######## tank_bullet_engine ########
===== src/rtl/tank_bullet_engine.sv =====
// Single-bullet projectile engine: spawns from the tank, flies one step per frame tick, then cools down.
// Optional macro BULLET_AUTOFIRE_EN: a held fire button re-fires without needing a fresh press.
module tank_bullet_engine #(
    parameter int VIDEO_WIDTH     = 640,
    parameter int VIDEO_HEIGHT    = 480,
    parameter int SPRITE_SIZE     = 64,
    parameter int BULLET_SIZE     = 4,
    parameter int BULLET_SPEED    = 6,
    parameter int COOLDOWN_FRAMES = 30
) (
    input  logic        clk,
    input  logic        reset,
    input  logic        screenEnd,
    input  logic        fire,
    input  logic        dirUp,
    input  logic        dirDown,
    input  logic        dirLeft,
    input  logic        dirRight,
    input  logic [9:0]  tankX,
    input  logic [10:0] tankY,
    input  logic [9:0]  x,
    input  logic [10:0] y,
    output logic [9:0]  bulletX,
    output logic [10:0] bulletY,
    output logic        bulletActive,
    output logic        isInBullet,
    output logic        cooldownBusy
);

    localparam int CNT_W = (COOLDOWN_FRAMES > 0) ? $clog2(COOLDOWN_FRAMES + 1) : 1;

    localparam logic [9:0]  OFF_X    = 10'((SPRITE_SIZE - BULLET_SIZE) / 2);
    localparam logic [10:0] OFF_Y    = 11'((SPRITE_SIZE - BULLET_SIZE) / 2);
    localparam logic [9:0]  STEP_X   = 10'(BULLET_SPEED);
    localparam logic [10:0] STEP_Y   = 11'(BULLET_SPEED);
    localparam logic [11:0] SPEED12  = 12'(BULLET_SPEED);
    localparam logic [11:0] SIZE12   = 12'(BULLET_SIZE);
    localparam logic [11:0] WIDTH12  = 12'(VIDEO_WIDTH);
    localparam logic [11:0] HEIGHT12 = 12'(VIDEO_HEIGHT);

    typedef enum logic [1:0] {S_IDLE, S_FLIGHT, S_COOLDOWN} state_t;
    typedef enum logic [1:0] {DIR_UP, DIR_DOWN, DIR_LEFT, DIR_RIGHT} dir_t;

    state_t     state, state_n;
    dir_t       facing, facing_n, bullet_dir, bullet_dir_n;
    logic [CNT_W-1:0] cnt, cnt_n;
    logic       pending, pending_n;
    logic [9:0] bx_n;
    logic [10:0] by_n;
    logic       act_n, hit_n;

    // Input synchronizers: bit 4 fire, 3 up, 2 down, 1 left, 0 right
    logic [4:0] sync_p0, sync_p1;
    logic       fire_p2;
    logic       se_p0, se_p1, se_p2;
    logic       tick, fire_rise, fire_req, retire;

    assign tick      = se_p1 & ~se_p2;
    assign fire_rise = sync_p1[4] & ~fire_p2;

`ifdef BULLET_AUTOFIRE_EN
    assign fire_req = sync_p1[4] | pending;
`else
    assign fire_req = pending | fire_rise;
`endif

    assign cooldownBusy = (state == S_COOLDOWN);

    logic [11:0] bx12, by12, x12, y12;
    assign bx12 = {2'b00, bulletX};
    assign by12 = {1'b0, bulletY};
    assign x12  = {2'b00, x};
    assign y12  = {1'b0, y};

    always_comb begin
        retire = 1'b0;
        unique case (bullet_dir)
            DIR_UP:    retire = by12 < SPEED12;
            DIR_DOWN:  retire = (by12 + SIZE12 + SPEED12) > HEIGHT12;
            DIR_LEFT:  retire = bx12 < SPEED12;
            DIR_RIGHT: retire = (bx12 + SIZE12 + SPEED12) > WIDTH12;
            default:   retire = 1'b0;
        endcase
    end

    always_comb begin
        state_n      = state;
        facing_n     = facing;
        bullet_dir_n = bullet_dir;
        cnt_n        = cnt;
        pending_n    = pending;
        bx_n         = bulletX;
        by_n         = bulletY;
        act_n        = bulletActive;

        hit_n = bulletActive && (x12 >= bx12) && (x12 < bx12 + SIZE12)
                             && (y12 >= by12) && (y12 < by12 + SIZE12);

        if (fire_rise)
            pending_n = 1'b1;

        if (tick) begin
            // Any shot request not taken on this tick is dropped
            pending_n = 1'b0;

            if (sync_p1[3])      facing_n = DIR_UP;
            else if (sync_p1[2]) facing_n = DIR_DOWN;
            else if (sync_p1[1]) facing_n = DIR_LEFT;
            else if (sync_p1[0]) facing_n = DIR_RIGHT;

            unique case (state)
                S_IDLE: begin
                    if (fire_req) begin
                        bx_n         = tankX + OFF_X;
                        by_n         = tankY + OFF_Y;
                        bullet_dir_n = facing;
                        act_n        = 1'b1;
                        state_n      = S_FLIGHT;
                    end
                end
                S_FLIGHT: begin
                    if (retire) begin
                        act_n = 1'b0;
                        cnt_n = CNT_W'(COOLDOWN_FRAMES);
                        state_n = (COOLDOWN_FRAMES == 0) ? S_IDLE : S_COOLDOWN;
                    end else begin
                        unique case (bullet_dir)
                            DIR_UP:    by_n = bulletY - STEP_Y;
                            DIR_DOWN:  by_n = bulletY + STEP_Y;
                            DIR_LEFT:  bx_n = bulletX - STEP_X;
                            DIR_RIGHT: bx_n = bulletX + STEP_X;
                            default:   ;
                        endcase
                    end
                end
                S_COOLDOWN: begin
                    cnt_n = cnt - 1'b1;
                    if (cnt <= CNT_W'(1))
                        state_n = S_IDLE;
                end
                default: state_n = S_IDLE;
            endcase
        end
    end

    always_ff @(posedge clk) begin
        if (!reset) begin
            sync_p0      <= '0;
            sync_p1      <= '0;
            fire_p2      <= 1'b0;
            se_p0        <= 1'b0;
            se_p1        <= 1'b0;
            se_p2        <= 1'b0;
            state        <= S_IDLE;
            facing       <= DIR_UP;
            bullet_dir   <= DIR_UP;
            cnt          <= '0;
            pending      <= 1'b0;
            bulletX      <= '0;
            bulletY      <= '0;
            bulletActive <= 1'b0;
            isInBullet   <= 1'b0;
        end else begin
            sync_p0      <= {fire, dirUp, dirDown, dirLeft, dirRight};
            sync_p1      <= sync_p0;
            fire_p2      <= sync_p1[4];
            se_p0        <= screenEnd;
            se_p1        <= se_p0;
            se_p2        <= se_p1;
            state        <= state_n;
            facing       <= facing_n;
            bullet_dir   <= bullet_dir_n;
            cnt          <= cnt_n;
            pending      <= pending_n;
            bulletX      <= bx_n;
            bulletY      <= by_n;
            bulletActive <= act_n;
            // Registered to line up with the sprite RAM read latency
            isInBullet   <= hit_n;
        end
    end

endmodule


===== config.mk =====
export PLATFORM = sky130hd
export DESIGN_NAME = tank_bullet_engine
export DESIGN_NICKNAME = d
export VERILOG_FILES = /design/src/rtl/tank_bullet_engine.sv
export SDC_FILE = /design/constraint.sdc
export NUM_CORES = 1
export LEC_CHECK = 0
export ABC_AREA = 1
export CORE_MARGIN = 10
export CORE_UTILIZATION = 59
export CTS_CLUSTER_SIZE = 40
export DETAILED_ROUTE_END_ITERATION = 8
export PLACE_DENSITY_LB_ADDON = 0.3
export SYNTH_ARGS = -nofsm -noshare
export SYNTH_HDL_FRONTEND = slang
export SYNTH_SLANG_ARGS = --single-unit

===== constraint.sdc =====
create_clock -name clk -period 4.3 [get_ports clk]
set_clock_uncertainty 0.1 [all_clocks]
set_input_delay 1.075 -clock clk [delete_from_list [all_inputs] [get_ports clk]]
set_output_delay 1.075 -clock clk [all_outputs]
set_load 0.02 [all_outputs]

######## uart_rx_sipo ########
==> config.mk <==
export PLATFORM = sky130hd
export DESIGN_NAME = uart_rx_sipo
export DESIGN_NICKNAME = d
export VERILOG_FILES = /design/src/rtl/uart_rx_sipo.sv
export SDC_FILE = /design/constraint.sdc
export NUM_CORES = 1
export LEC_CHECK = 0
export CAP_MARGIN = 40
export CORE_UTILIZATION = 45
export DETAILED_ROUTE_END_ITERATION = 16
export PLACE_DENSITY = 0.68
export SYNTH_ARGS = -nofsm -noshare
export SYNTH_HDL_FRONTEND = slang
export SYNTH_SLANG_ARGS = --single-unit
==> constraint.sdc <==
create_clock -name clock -period 4 [get_ports clock]
set_clock_uncertainty 0.05 [all_clocks]
set_input_delay 1 -clock clock [delete_from_list [all_inputs] [get_ports clock]]
set_output_delay 1 -clock clock [all_outputs]
set_load 0.01 [all_outputs]
==> src/rtl/uart_rx_sipo.sv <==
// Serial-in/parallel-out UART receiver: 2-flop synchronised rx line, mid-bit
// sampling from an OVERSAMPLE x baud tick, one-cycle valid with parity/framing status.
module uart_rx_sipo #(
   parameter int DATA_BITS  = 8,
   parameter int PARITY_EN  = 1,
   parameter int PARITY_TYP = 0,
   parameter int STOP_BITS  = 1,
   parameter int OVERSAMPLE = 16
) (
   input  logic                 clock,
   input  logic                 reset_n,
   input  logic                 sample_tick,
   input  logic                 data_rx,
   output logic [DATA_BITS-1:0] data_out,
   output logic                 valid_flag,
   output logic                 active_flag,
   output logic                 parity_err,
   output logic                 frame_err
);

   localparam int TICK_W = $clog2(OVERSAMPLE);
   localparam int IDX_W  = $clog2(DATA_BITS + 1);
   localparam logic [TICK_W-1:0] TICK_MID  = TICK_W'(OVERSAMPLE / 2 - 1);
   localparam logic [TICK_W-1:0] TICK_END  = TICK_W'(OVERSAMPLE - 1);
   localparam logic [IDX_W-1:0]  LAST_DATA = IDX_W'(DATA_BITS - 1);
   localparam logic [IDX_W-1:0]  LAST_STOP = IDX_W'(STOP_BITS - 1);
   localparam logic              PAR_ODD   = (PARITY_TYP != 0);

   typedef enum logic [2:0] {
      ST_IDLE, ST_START, ST_DATA, ST_PARITY, ST_STOP, ST_BREAK
   } state_e;

   state_e               state_q, state_d;
   logic [1:0]           sync_q;
   logic [TICK_W-1:0]    tick_cnt_q, tick_cnt_d;
   logic [IDX_W-1:0]     bit_idx_q, bit_idx_d;
   logic [DATA_BITS-1:0] shift_q, shift_d;
   logic                 perr_q, perr_d;
   logic                 ferr_q, ferr_d;
   logic [DATA_BITS-1:0] data_q, data_d;
   logic                 perr_out_q, perr_out_d;
   logic                 ferr_out_q, ferr_out_d;
   logic                 valid_q, valid_d;
   logic                 active_q, active_d;

   logic rxs;
   logic at_mid;
   logic at_end;

   assign rxs    = sync_q[1];
   assign at_mid = sample_tick && (tick_cnt_q == TICK_MID);
   assign at_end = sample_tick && (tick_cnt_q == TICK_END);

   // State register; the synchroniser resets to the idle-high line level.
   always_ff @(posedge clock or negedge reset_n) begin
      if (!reset_n) begin
         state_q <= ST_IDLE;
         sync_q  <= 2'b11;
      end else begin
         // NOTE: non-blocking assignments so every flop samples pre-edge values.
         state_q <= state_d;
         sync_q  <= {sync_q[0], data_rx};
      end
   end

   // Next-state logic.
   always_comb begin
      // NOTE: default first so no path leaves state_d unassigned (no latch).
      state_d = state_q;
      unique case (state_q)
         ST_IDLE:   if (sample_tick && !rxs) state_d = ST_START;
         ST_START:  if (at_mid) state_d = rxs ? ST_IDLE : ST_DATA;
         ST_DATA:   if (at_end && bit_idx_q == LAST_DATA)
                       state_d = (PARITY_EN != 0) ? ST_PARITY : ST_STOP;
         ST_PARITY: if (at_end) state_d = ST_STOP;
         ST_STOP:   if (at_end && bit_idx_q == LAST_STOP)
                       state_d = (ferr_q || !rxs) ? ST_BREAK : ST_IDLE;
         ST_BREAK:  if (sample_tick && rxs) state_d = ST_IDLE;
         default:   state_d = ST_IDLE;
      endcase
   end

   // Datapath and output next-values.
   always_comb begin
      tick_cnt_d = tick_cnt_q;
      bit_idx_d  = bit_idx_q;
      shift_d    = shift_q;
      perr_d     = perr_q;
      ferr_d     = ferr_q;
      data_d     = data_q;
      perr_out_d = perr_out_q;
      ferr_out_d = ferr_out_q;
      valid_d    = 1'b0;
      active_d   = (state_d != ST_IDLE);

      if (state_d != state_q) begin
         tick_cnt_d = '0;
         bit_idx_d  = '0;
      end else if (sample_tick) begin
         tick_cnt_d = (tick_cnt_q == TICK_END) ? '0 : tick_cnt_q + TICK_W'(1);
      end

      // A new frame starts with clean per-frame status.
      if (state_q == ST_IDLE && state_d == ST_START) begin
         shift_d = '0;
         perr_d  = 1'b0;
         ferr_d  = 1'b0;
      end

      if (at_end) begin
         unique case (state_q)
            ST_DATA: begin
               shift_d = {rxs, shift_q[DATA_BITS-1:1]};
               if (state_d == state_q) bit_idx_d = bit_idx_q + IDX_W'(1);
            end
            ST_PARITY: perr_d = rxs ^ (^shift_q) ^ PAR_ODD;
            ST_STOP: begin
               ferr_d = ferr_q | ~rxs;
               if (bit_idx_q == LAST_STOP) begin
                  data_d     = shift_q;
                  perr_out_d = perr_q;
                  ferr_out_d = ferr_q | ~rxs;
                  valid_d    = 1'b1;
               end else begin
                  bit_idx_d = bit_idx_q + IDX_W'(1);
               end
            end
            default: ;
         endcase
      end
   end

   always_ff @(posedge clock or negedge reset_n) begin
      if (!reset_n) begin
         tick_cnt_q <= '0;
         bit_idx_q  <= '0;
         shift_q    <= '0;
         perr_q     <= 1'b0;
         ferr_q     <= 1'b0;
         data_q     <= '0;
         perr_out_q <= 1'b0;
         ferr_out_q <= 1'b0;
         valid_q    <= 1'b0;
         active_q   <= 1'b0;
      end else begin
         tick_cnt_q <= tick_cnt_d;
         bit_idx_q  <= bit_idx_d;
         shift_q    <= shift_d;
         perr_q     <= perr_d;
         ferr_q     <= ferr_d;
         data_q     <= data_d;
         perr_out_q <= perr_out_d;
         ferr_out_q <= ferr_out_d;
         valid_q    <= valid_d;
         active_q   <= active_d;
      end
   end

   assign data_out    = data_q;
   assign valid_flag  = valid_q;
   assign active_flag = active_q;
   assign parity_err  = perr_out_q;
   assign frame_err   = ferr_out_q;

endmodule


==> notes/layouts.md <==
Pictures saved along the way, in no particular order.

Cell outlines without signal wires.
panel A
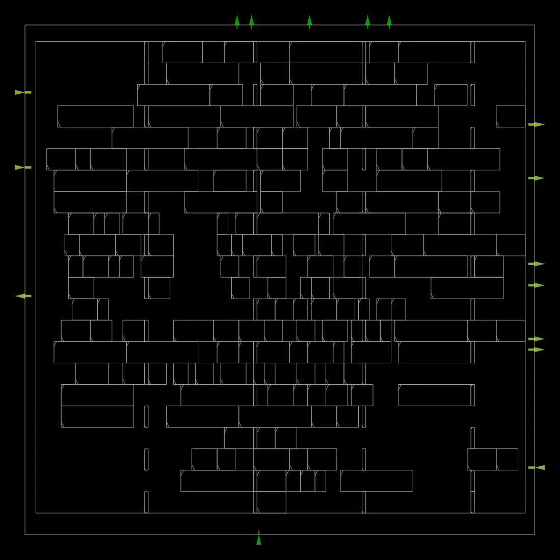
panel B
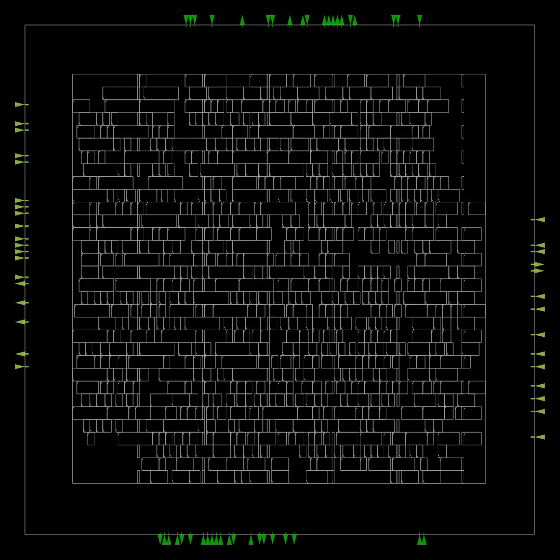
For tank_bullet_engine, see panel B.
For uart_rx_sipo, see panel A.
The one with the most cells is panel B.
The one with the highest utilization is panel B.

**tank_bullet_engine: clock network drawn from the DEF**

The bar under the picture is 20 microns long.
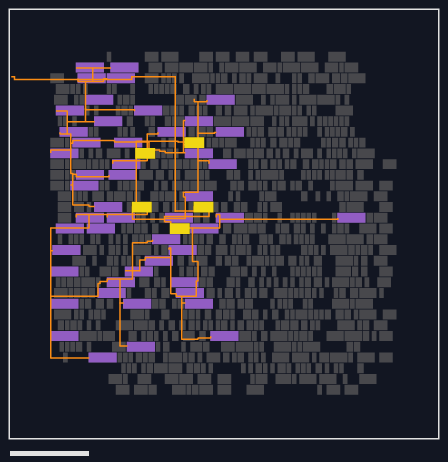
legend:
  orange:
    item: clock wires
    length: 618 microns
  purple:
    item: flip-flops
    count: 49
  yellow:
    item: clock-net drivers
    count: 5
routed clock nets: 6

==> impl_metrics.py, tank_bullet_engine <==
# Flow results
metrics = {
    "clock_network": {
        "path_clk_slew_ns": 0.10,
        "postCtsResizedCells": 0,
    },
    "timing": {
        "max_freq_ghz": 0.307,
    },
    "power": {
        "p_switching_uw": 321,
        "p_clk_uw": 300,
    },
    "layout": {
        "num_antenna_cells": 0,
    },
    "logic_synthesis": {
        "yosysCellCount": 744,
        "syn_avg_cell_area_sq_um": 6.20,
        "ys.flops": 49,
        "adder_share_pct": 14.7,
        "yosys.cell_types.count": 41,
        "compound_area_share_pct": 16.0,
        "syn-cell-area_sq_um": 4610,
    },
    "min_path": {
        "hold_class": "flop to flop",
        "min_from": "sync_p0[2]",
    },
    "detailed_routing": {
        "drtIter0Drc": 425,
        "vias": 5031,
    },
    "global_routing": {
        "grt_usage_pct": 21.1,
    },
    "run_status": {
        "status": "finished, final reports clean",
    },
}
## tank_bullet_engine: routing by layer
metal | up-vias | part of all wire, % | wire (microns)
met5 | - | 0 | 0
met4 | 0 | 1.2 | 149
met3 | 14 | 7.9 | 994
met2 | 172 | 48 | 6090
met1 | 2307 | 43 | 5410
li1 | 2538 | - | -
## tank_bullet_engine: cell usage after synthesis, drive strengths merged (2+ instances only)
master	number	area (sq um)
a21oi	74	382
a311oi	3	26.3
a31oi	3	18.8
buf	12	85.1
clkbuf	9	33.8
clkinv	3	11.3
dfxtp	49	981
ha	54	676
inv	99	372
nand2	195	754
nand3	58	310
nand4	10	62.6
nor2	89	362
nor3	8	40.0
o21ai	40	200
o22ai	5	31.3
o31ai	2	15.0
or2	6	37.5
xnor2	4	35.0
xor2	10	87.6
## tank_bullet_engine: critical path, cell delays in order, from the launching register on
cell	delay (ns)
dfxtp_1	0.56
inv_1	0.20
ha_1	0.38
nor2_1	0.12
inv_1	0.06
nor2_1	0.09
nand2_1	0.08
nor2_2	0.15
nand2_1	0.09
nand2_1	0.07
nand4_1	0.12
a21oi_2	0.18
nand3_2	0.11
nand2_2	0.44
nand2_2	0.19
nand2_1	0.12
a21oi_1	0.07
**uart_rx_sipo: routed metal, one colour a layer**

Two of the layers only.
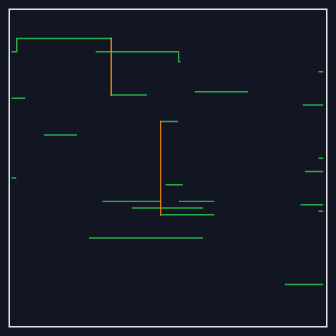
legend:
  orange:
    layer: M4
    wire_length: 30.6 microns
  green:
    layer: M3
    wire_length: 164 microns

==> impl_metrics.py, uart_rx_sipo <==
# Flow results
metrics = {
    "layout": {
        "logic_area_sq_um": 831,
        "inverters": 6,
        "post-route-util_pct": 55.4,
        "dominant_cells": "flip-flops and latches",
        "nonClkBufAreaFrac_pct": 8.76,
        "final_nets": 179,
    },
    "logic_synthesis": {
        "synth-async-reset-ratio_pct": 100,
    },
    "clock_network": {
        "ctsHoldBuffers": 0,
        "insertion_delay_ns": 0.28,
    },
    "power": {
        "switching_share_pct": 34.4,
        "p_clk_uw": 242,
        "p_comb_share_pct": 27.5,
    },
    "global_routing": {
        "grt_first_pass_wirelength_microns": 5710,
        "antenna_found_initial": 0,
        "grt_overflow": 0,
    },
    "setup_path": {
        "critPathLaunch": "sample_tick",
        "setup.worst_path.end": "tick_cnt_q[0]",
        "reg2reg_depth": 7,
    },
    "detailed_routing": {
        "routed_wl_microns": 3340,
        "vias": 1269,
    },
    "timing": {
        "maxSlewHeadroom_pct": 62.6,
    },
    "run_status": {
        "status": "finished, final reports clean",
    },
    "min_path": {
        "hold_path_depth": 0,
        "min_to": "sync_q[1]",
    },
}
## uart_rx_sipo: logic make-up (layout without fill, tap and decap cells)
family / Yosys count / in the layout
AND-OR/OR-AND: 34 / 34
AND/OR/NAND/NOR: 47 / 47
adder cells (fa/ha/maj): 3 / 3
buffers and inverters: 12 / 33
multiplexers: 11 / 11
flip-flops: 35 / 35
XOR/XNOR: 10 / 10
## uart_rx_sipo: per-layer routing
metal | share of wire (%) | GRT usage, % | up-vias
met5 | 0 | 0 | -
met4 | 0.90 | 5.83 | 0
met3 | 4.9 | 5.81 | 5
met2 | 47 | 26.7 | 27
met1 | 47 | 26.6 | 627
li1 | - | - | 610
## uart_rx_sipo: placed cells by master, fill, tap and decap left out, types with 2 or more instances in the layout
cell and n:
a21o_1 2, a21oi_1 4, a22o_1 8, a311oi_1 2, and2_1 2, and3_1 2
buf_4 4, clkbuf_8 5, clkdlybuf4s50_1 15, dfrtp_1 33, dfstp_2 2, ha_1 3
inv_1 6, mux2_2 10, nand2_1 4, nand2b_1 6, nand3_1 6, nand4_1 2
nor2_1 6, nor2b_1 3, nor3b_1 3, nor4_1 3, o21ai_0 3, o41ai_1 4
xnor2_1 6, xor2_1 3


## Gallery

PDN straps and rails.
The bar under the picture is 20 microns long. Pins as bars on the die edge.
image #1
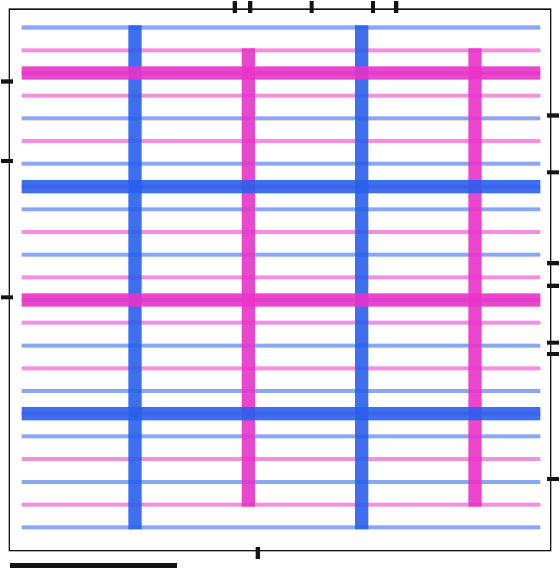
image #2
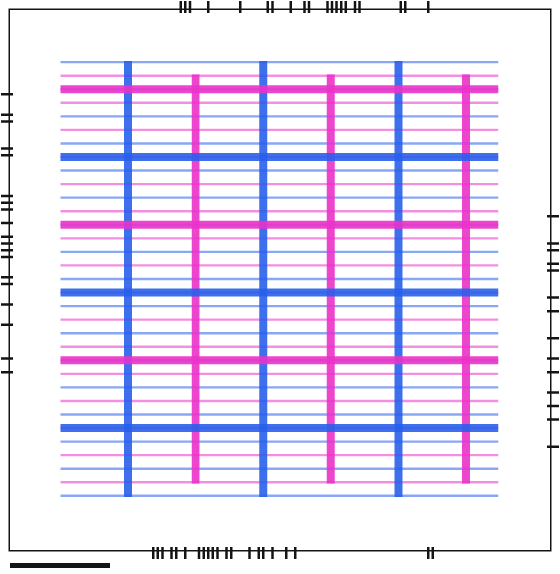
- image #1 = uart_rx_sipo
- image #2 = tank_bullet_engine
Of these, most pins: image #2
Of these, largest die: image #2

Power figures rest on the tool's default switching activity, not on a simulated workload.
